######## design 1 ########
### Cell outlines without signal wires, design 1

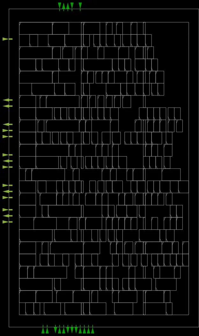

==> config.mk <==
export PLATFORM = sky130hd
export DESIGN_NAME = pending_priority_arbiter
export DESIGN_NICKNAME = d
export VERILOG_FILES = /design/src/rtl/ppa_pkg.sv /design/src/rtl/prio_enc_n.sv /design/src/rtl/pending_priority_arbiter.sv
export SDC_FILE = /design/constraint.sdc
export NUM_CORES = 1
export LEC_CHECK = 0
export ABC_AREA = 1
export CAP_MARGIN = 10
export CORE_ASPECT_RATIO = 1.75
export CORE_MARGIN = 2
export CORE_UTILIZATION = 49
export DETAILED_ROUTE_END_ITERATION = 10
export GPL_TIMING_DRIVEN = 0
export PLACE_DENSITY = 0.8
export REMOVE_ABC_BUFFERS = 1
export SETUP_SLACK_MARGIN = 0.15
export SLEW_MARGIN = 5
export SYNTH_ARGS = -nofsm -noshare
export SYNTH_HDL_FRONTEND = slang
export SYNTH_HIERARCHICAL = 1
export SYNTH_SLANG_ARGS = --single-unit
==> constraint.sdc <==
create_clock -name clk -period 4 [get_ports clk]
set_clock_uncertainty 0.2 [all_clocks]
set_input_delay 0.6 -clock clk [delete_from_list [all_inputs] [get_ports clk]]
set_output_delay 0.6 -clock clk [all_outputs]
set_load 0.1 [all_outputs]
==> src/rtl/ppa_pkg.sv <==
// ppa_pkg: shared types and limits for pending_priority_arbiter.
//   ppa_state_t : offer FSM state (IDLE, OFFER)
//   N_MAX       : largest supported number of request lines
package ppa_pkg;

  localparam int unsigned N_MAX = 64;

  typedef enum logic {
    IDLE  = 1'b0,
    OFFER = 1'b1
  } ppa_state_t;

endpackage

==> src/rtl/prio_enc_n.sv <==
// prio_enc_n: combinational N-input find-highest encoder with a movable
// top-priority position.
//   in  [N] : candidate vector
//   ptr [W] : index of the highest-priority line (N-1 gives plain
//             highest-index-wins)
//   out [W] : index of the winning line (0 when none)
//   any     : at least one bit of in is set
module prio_enc_n #(
  parameter  int unsigned N = 8,
  localparam int unsigned W = $clog2(N)
) (
  input  logic [N-1:0] in,
  input  logic [W-1:0] ptr,
  output logic [W-1:0] out,
  output logic         any
);

  import ppa_pkg::*;

  // Rotating by N-1-ptr puts line ptr at the top; position j of the rotated
  // vector is line (ptr+1+j) mod N. Scanning j upward and keeping the last
  // hit gives the highest rotated position, already un-rotated.
  always_comb begin
    int unsigned k;
    k   = 0;
    out = '0;
    any = 1'b0;
    for (int unsigned j = 0; j < N; j++) begin
      k = 32'(ptr) + 32'd1 + j;
      if (k >= N) k = k - N;
      if (in[k[W-1:0]]) begin
        any = 1'b1;
        out = k[W-1:0];
      end
    end
  end

endmodule

==> src/rtl/pending_priority_arbiter.sv <==
// pending_priority_arbiter: collects requests into a sticky pending register
// and offers the highest-priority unmasked pending index on valid/ready.
// Each accepted index is retired from pending.
//   clk      : rising-edge clock
//   reset_n  : synchronous active-low reset
//   req  [N] : request levels; a high bit sets its pending bit
//   mask [N] : 1 excludes a line from selection (pending bit retained)
//   clr      : clear all pending bits and drop the current offer
//   ready    : consumer accepts the current offer
//   valid    : an offer is present on idx
//   idx  [W] : offered line index
//   pending [N] : pending register
// Build option: PPA_ROUND_ROBIN_EN selects rotating priority; without it
// priority is fixed, highest index wins.
module pending_priority_arbiter #(
  parameter  int unsigned N = 8,
  localparam int unsigned W = $clog2(N)
) (
  input  logic         clk,
  input  logic         reset_n,
  input  logic [N-1:0] req,
  input  logic [N-1:0] mask,
  input  logic         clr,
  input  logic         ready,
  output logic         valid,
  output logic [W-1:0] idx,
  output logic [N-1:0] pending
);

  import ppa_pkg::*;

  ppa_state_t   state_q, state_d;
  logic [W-1:0] idx_d;
  logic         acc;
  logic [N-1:0] acc_onehot;
  logic [N-1:0] cand_vec;
  logic [W-1:0] cand_idx;
  logic         cand_any;
  logic [W-1:0] ptr_eff;

  assign acc        = valid & ready;
  assign acc_onehot = acc ? (N'(1) << idx) : '0;
  // The line being retired this cycle must not be re-offered back-to-back.
  assign cand_vec   = pending & ~acc_onehot & ~mask;

`ifdef PPA_ROUND_ROBIN_EN
  logic [W-1:0] ptr_q, ptr_d;

  // The candidate chosen in an accept cycle already uses the updated
  // pointer, so the just-accepted line ranks lowest immediately.
  always_comb begin
    ptr_d = ptr_q;
    if (acc) ptr_d = (idx == '0) ? W'(N - 1) : idx - W'(1);
  end

  always_ff @(posedge clk) begin
    if (!reset_n) ptr_q <= W'(N - 1);
    else          ptr_q <= ptr_d;
  end

  assign ptr_eff = ptr_d;
`else
  assign ptr_eff = W'(N - 1);
`endif

  prio_enc_n #(.N(N)) u_enc (
    .in  (cand_vec),
    .ptr (ptr_eff),
    .out (cand_idx),
    .any (cand_any)
  );

  always_ff @(posedge clk) begin
    if (!reset_n) begin
      state_q <= IDLE;
      idx     <= '0;
      pending <= '0;
    end else begin
      state_q <= state_d;
      idx     <= idx_d;
      pending <= clr ? '0 : ((pending & ~acc_onehot) | req);
    end
  end

  always_comb begin
    state_d = state_q;
    idx_d   = idx;
    if (clr) begin
      state_d = IDLE;
    end else begin
      unique case (state_q)
        IDLE: begin
          if (cand_any) begin
            idx_d   = cand_idx;
            state_d = OFFER;
          end
        end
        OFFER: begin
          if (ready) begin
            if (cand_any) idx_d = cand_idx;
            else          state_d = IDLE;
          end
        end
        default: state_d = IDLE;
      endcase
    end
  end

  always_comb begin
    valid = (state_q == OFFER);
  end

endmodule

######## design 2 ########
==> config.mk <==
export PLATFORM = sky130hd
export DESIGN_NAME = fetch_unit
export DESIGN_NICKNAME = d
export VERILOG_FILES = /design/src/rtl/fetch_pkg.sv /design/src/rtl/fetch_buffer.sv /design/src/rtl/fetch_unit.sv
export SDC_FILE = /design/constraint.sdc
export NUM_CORES = 1
export LEC_CHECK = 0
export CORE_MARGIN = 2
export CORE_UTILIZATION = 47
export DETAILED_ROUTE_END_ITERATION = 12
export HOLD_SLACK_MARGIN = 0.02
export PLACE_DENSITY_LB_ADDON = 0.25
export RECOVER_POWER = 25
export SYNTH_ARGS = -nofsm -noshare
export SYNTH_HDL_FRONTEND = slang
export SYNTH_HIERARCHICAL = 1
export SYNTH_SLANG_ARGS = --single-unit
==> constraint.sdc <==
create_clock -name clk -period 2 [get_ports clk]
set_input_delay 0.6 -clock clk [delete_from_list [all_inputs] [get_ports clk]]
set_output_delay 0.6 -clock clk [all_outputs]
set_load 0.01 [all_outputs]
==> src/rtl/fetch_pkg.sv <==
// fetch_pkg: shared constants and the fetch-entry record for the fetch unit
package fetch_pkg;
  localparam logic [31:0] FETCH_RESET_PC = 32'h0000_3000;
  localparam logic [31:0] FETCH_IM_LIMIT = 32'h0000_6FFC;
  localparam logic [31:0] FETCH_NOP = 32'h0000_0000;
  typedef struct packed {
    logic [31:0] pc;
    logic [31:0] instr;
    logic exc;
  } fetch_entry_t;
endpackage

==> src/rtl/fetch_buffer.sv <==
// fetch_buffer: two-entry in-order FIFO of fetch entries with flush
module fetch_buffer
  import fetch_pkg::*;
(
  input  logic         clk,
  input  logic         reset,
  input  logic         push,
  input  logic         pop,
  input  logic         flush,
  input  fetch_entry_t entry,
  output fetch_entry_t head,
  output logic [1:0]   count
);
  fetch_entry_t e0, e1;
  logic [1:0] base;
  // occupancy after the pop, which is also the slot the push lands in
  assign base = count - {1'b0, pop};
  assign head = e0;
  always_ff @(posedge clk or negedge reset)
    if (!reset) begin
      e0 <= '0;
      e1 <= '0;
      count <= '0;
    end else if (flush) begin
      count <= '0;
    end else begin
      if (pop) e0 <= e1;
      if (push && base == 2'd0) e0 <= entry;
      if (push && base != 2'd0) e1 <= entry;
      count <= base + {1'b0, push};
    end
endmodule

==> src/rtl/fetch_unit.sv <==
// fetch_unit: PC sequencing with redirect, illegal-address flagging and a 2-deep fetch buffer
module fetch_unit
  import fetch_pkg::*;
#(
  parameter logic [31:0] RESET_PC = FETCH_RESET_PC,
  parameter logic [31:0] IM_LIMIT = FETCH_IM_LIMIT
) (
  input  logic        clk,
  input  logic        reset,
  output logic [31:0] imem_addr,
  input  logic [31:0] imem_instr,
  input  logic        redirect_valid,
  input  logic [31:0] redirect_pc,
  output logic        out_valid,
  input  logic        out_ready,
  output logic [31:0] out_instr,
  output logic [31:0] out_pc,
  output logic        out_exc
);
  logic [31:0] pc;
  logic [1:0] count;
  logic dequeue, fetch_en, exc;
  fetch_entry_t entry, head;
  assign out_valid = count != 2'd0;
  assign dequeue = out_valid && out_ready;
  assign fetch_en = !redirect_valid && (count < 2'd2 || dequeue);
  assign exc = pc[1:0] != 2'b00 || pc < RESET_PC || pc > IM_LIMIT;
  assign entry = '{pc: pc, instr: exc ? FETCH_NOP : imem_instr, exc: exc};
  assign imem_addr = pc;
  assign out_instr = head.instr;
  assign out_pc = head.pc;
  assign out_exc = head.exc;
  always_ff @(posedge clk or negedge reset)
    if (!reset) pc <= RESET_PC;
    else if (redirect_valid) pc <= redirect_pc;
    else if (fetch_en) pc <= pc + 32'd4;
  // a handshake coinciding with a redirect is consumed; the flush empties the buffer anyway
  fetch_buffer u_buf (
    .clk   (clk),
    .reset (reset),
    .push  (fetch_en),
    .pop   (dequeue),
    .flush (redirect_valid),
    .entry (entry),
    .head  (head),
    .count (count)
  );
endmodule

### Sizing map, design 2

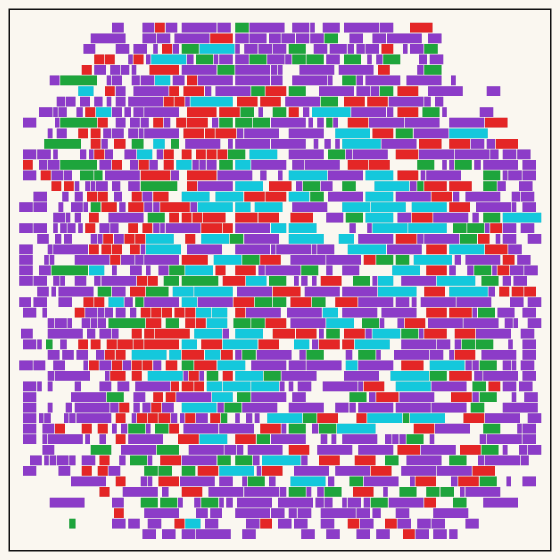
color	size	cells	share	most used
purple	drive 1 or less	630	58%	dfrtp_1
cyan	drive 6 and up	92	8.4%	buf_12
green	drive 2	133	12%	a211oi_2
red	drive 3 to 4	235	22%	buf_4

### Cells colored by class, design 2

Fill, decap, tap and diode cells in gray.
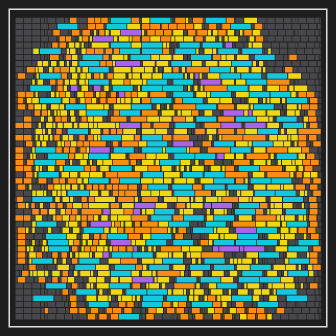
color	class	cells
orange	other buffers and delay cells	338
purple	clock drivers and dummy loads	32
cyan	flip-flops	164
yellow	all other logic	556

==> flow_results.xml, design 2 <==
<?xml version="1.0" encoding="UTF-8"?>
<metrics>
  <group name="final_layout">
    <metric name="area_growth_syn_to_layout" unit="%">57.3</metric>
    <metric name="inverters" unit="">71</metric>
    <metric name="final.fill_count" unit="">1154</metric>
  </group>
  <group name="final_timing">
    <metric name="postLayoutSetupSlackWorst" unit="ns">-0.183</metric>
    <metric name="finalCriticalPeriod" unit="ns">2.18</metric>
    <metric name="report.final.hold_viol_count" unit="">0</metric>
    <metric name="report.final.setup_viol" unit="">129</metric>
    <metric name="rsz0062_at_grt" unit="">true</metric>
  </group>
  <group name="critical_path">
    <metric name="cp_top_family" unit="">simple AND/OR/NAND/NOR gates</metric>
    <metric name="cp_num_cells" unit="">9</metric>
    <metric name="cp.required" unit="ns">2.35</metric>
  </group>
  <group name="clocking">
    <metric name="clkTransAtPathRegs" unit="ns">0.07</metric>
    <metric name="clockBufferDepth" unit="">2</metric>
    <metric name="cts_made_buffers" unit="">17</metric>
  </group>
  <group name="synth">
    <metric name="synth.yosys.warnings" unit="">6</metric>
    <metric name="synth.avg_cell_area" unit="µm²">10.6</metric>
    <metric name="dominantRegCellSynth" unit="">sky130_fd_sc_hd__dfrtp_1</metric>
  </group>
  <group name="detailed_routing">
    <metric name="drt_iter0_markers" unit="">636</metric>
    <metric name="wirelength_met1" unit="mm">12.3</metric>
    <metric name="antenna_left" unit="">0</metric>
  </group>
  <group name="outcome">
    <metric name="status" unit="">finished, violations left</metric>
    <metric name="violations" unit="">setup timing</metric>
  </group>
  <group name="global_routing">
    <metric name="via_count_of_the_first_global_routing_pass" unit="">7864</metric>
  </group>
</metrics>
design 2: how the worst max path moves through the flow:
stage                   startpoint              to
global route        u_buf/count[1]  u_buf/head[62]
finish              u_buf/count[1]  u_buf/head[55]
detailed placement       out_ready    u_buf/e1[28]
floorplan           u_buf/count[1]    u_buf/e1[13]
CTS                 u_buf/count[0]  u_buf/head[54]
global placement         out_ready    u_buf/e1[25]
design 2: metal layers:
layer	GRT usage, %	vias to the layer above
li1	-	3388
met1	38.0	3895
met2	48.2	357
met3	4.51	65
met4	12.1	0
met5	0	-
design 2: registers in the layout, indices dropped and copies added (netlist names):
| signal | cells |
|---|---|
| imem_addr | 32 |
| u_buf/count | 2 |
| u_buf/e1 | 65 |
| u_buf/head | 65 |
design 2: cells by family after synthesis:
kind of cell    share of synthesized area [%]
simple gates                             18.2
flops                                    47.8
buf+inv                                  9.80
compound gates                           12.1
mux                                      10.3
xor+xnor                                 1.32
fa+ha+maj                               0.437
design 2: power by group through the flow:
stage	registers (mW)	clock network [mW]	logic (mW)
after detailed placement	5.12	0	6.88
after global routing	5.30	3.35	10.3
final	5.20	3.18	9.93
after CTS	5.09	3.18	9.28
after global placement	5.10	0	6.75
after floorplan	5.34	0	3.72
### Wires at chosen ports, followed through buffers, design 1

Scale bar: 10 µm.
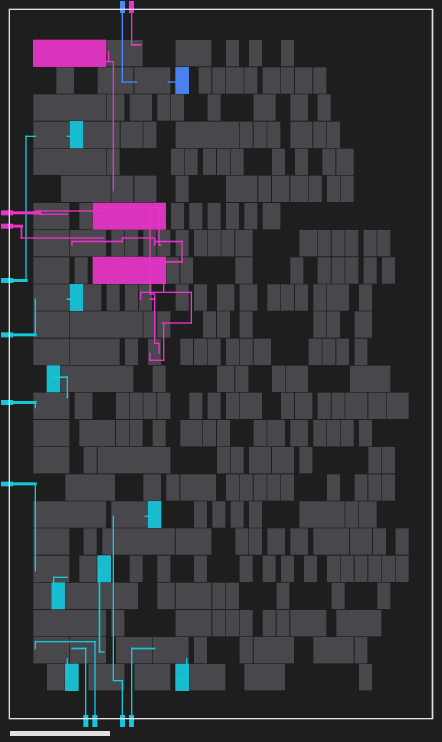
color	port	bits	direction	end cells	buffers	wire
blue	clr	1	input	1	1	9.30 µm
cyan	req	8	input	8	8	110 µm
magenta	idx	3	output	3	3	103 µm

## Picture notes: 'Cell outlines without signal wires' of design 1
final core utilization: 66.9%
number of filler cells placed in the layout: 235

==> flow_results.xml, design 1 <==
<?xml version="1.0" encoding="UTF-8"?>
<metrics>
  <group name="clocking">
    <metric name="tritoncts" unit="">yes</metric>
    <metric name="clkTransAtPathRegs" unit="ns">0.05</metric>
    <metric name="clock_tree.root_cell" unit="">sky130_fd_sc_hd__clkbuf_8</metric>
  </group>
  <group name="power">
    <metric name="combinationalPower" unit="mW">0.263</metric>
    <metric name="comb_power_share" unit="%">52.0</metric>
  </group>
  <group name="final_layout">
    <metric name="area_growth_syn_to_layout" unit="%">31.2</metric>
    <metric name="final_layout_size_suffix_gt1_share" unit="%">10.1</metric>
    <metric name="post_route_standard_cell_area_excluding_fillers" unit="µm²">1650</metric>
  </group>
  <group name="synth">
    <metric name="dominantRegCellSynth" unit="">sky130_fd_sc_hd__dfxtp_1</metric>
    <metric name="cell_type_contributing_the_most_total_cell_area_after_synthesis" unit="">sky130_fd_sc_hd__nand2_1</metric>
  </group>
  <group name="floorplanning">
    <metric name="chipHeight" unit="µm">71.0</metric>
  </group>
  <group name="critical_path">
    <metric name="crit_arrival" unit="ns">2.73</metric>
    <metric name="cp.required" unit="ns">3.93</metric>
  </group>
  <group name="place">
    <metric name="dpl.hpwl" unit="mm">2.65</metric>
  </group>
  <group name="global_routing">
    <metric name="track_usage" unit="%">22.2</metric>
  </group>
  <group name="final_timing">
    <metric name="slew_headroom" unit="%">33.8</metric>
  </group>
  <group name="outcome">
    <metric name="status" unit="">finished, final reports clean</metric>
  </group>
</metrics>
==> design 1: how the worst min path moves through the flow <==
| stage | start | endpoint | slack [ns] | depth (start not counted) |
|---|---|---|---|---|
| 4_1_cts | pending[7] | pending[7] | 0.29 | 2 |
| 3_3_place_gp | pending[7] | pending[7] | 0.28 | 2 |
| 2_1_floorplan | reset_n | idx[0] | 0.52 | 2 |
| 6_report | pending[2] | pending[2] | 0.29 | 2 |
| 3_5_place_dp | pending[2] | pending[2] | 0.28 | 2 |
| 5_1_grt | pending[2] | pending[2] | 0.30 | 2 |
==> design 1: layout make-up <==
cell class | instances | area [µm²] | share of cell area [%]
Clock buffer | 3 | 41.3 | 2.51
Inverter | 30 | 120 | 7.29
Multi-Input combinational cell | 201 | 903 | 54.8
Sequential cell | 12 | 240 | 14.6
Tap cell | 26 | 32.5 | 1.97
Timing Repair Buffer | 31 | 310 | 18.8
==> design 1: per-layer routing <==
layer | vias up | share of wire (%) | track usage (%) | routed length [µm]
met2 | 36 | 56 | 43.4 | 1720
met4 | 0 | 4.2 | 14.2 | 129
met1 | 611 | 37 | 20.2 | 1140
li1 | 795 | - | - | -
met3 | 16 | 2.4 | 2.81 | 74
met5 | - | 0 | 0 | 0

## Gallery

Wiring by layer.
panel A
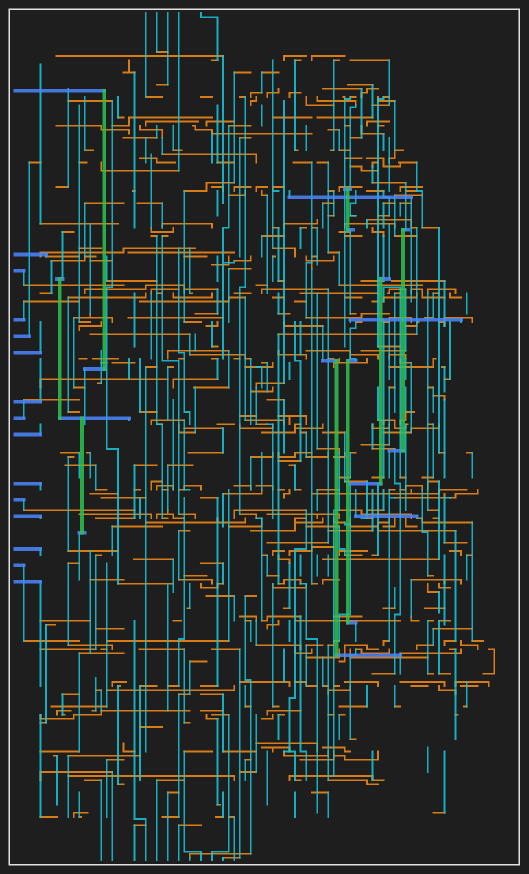
panel B
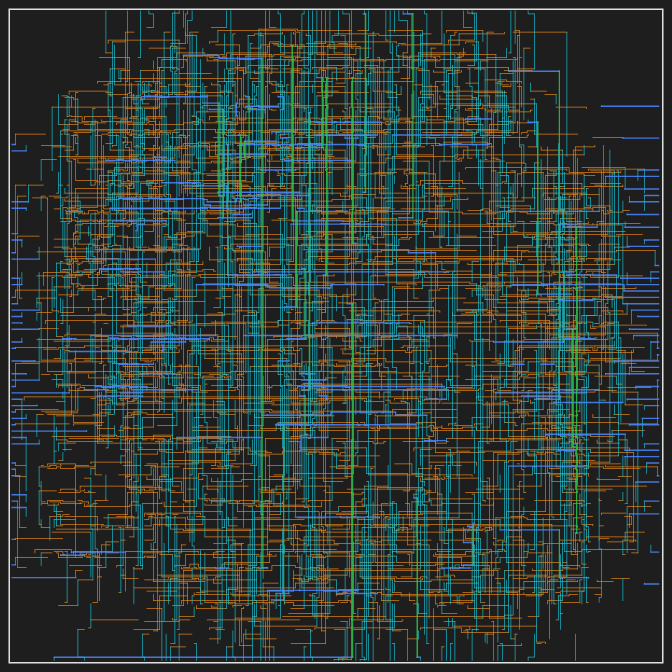
panel A -> design 1
panel B -> design 2

Key to panel B:
color	layer	wire length
blue	met3	1790 µm
orange	met1	12300 µm
green	met4	903 µm
cyan	met2	15000 µm


Power and IR drop assume default switching activity.
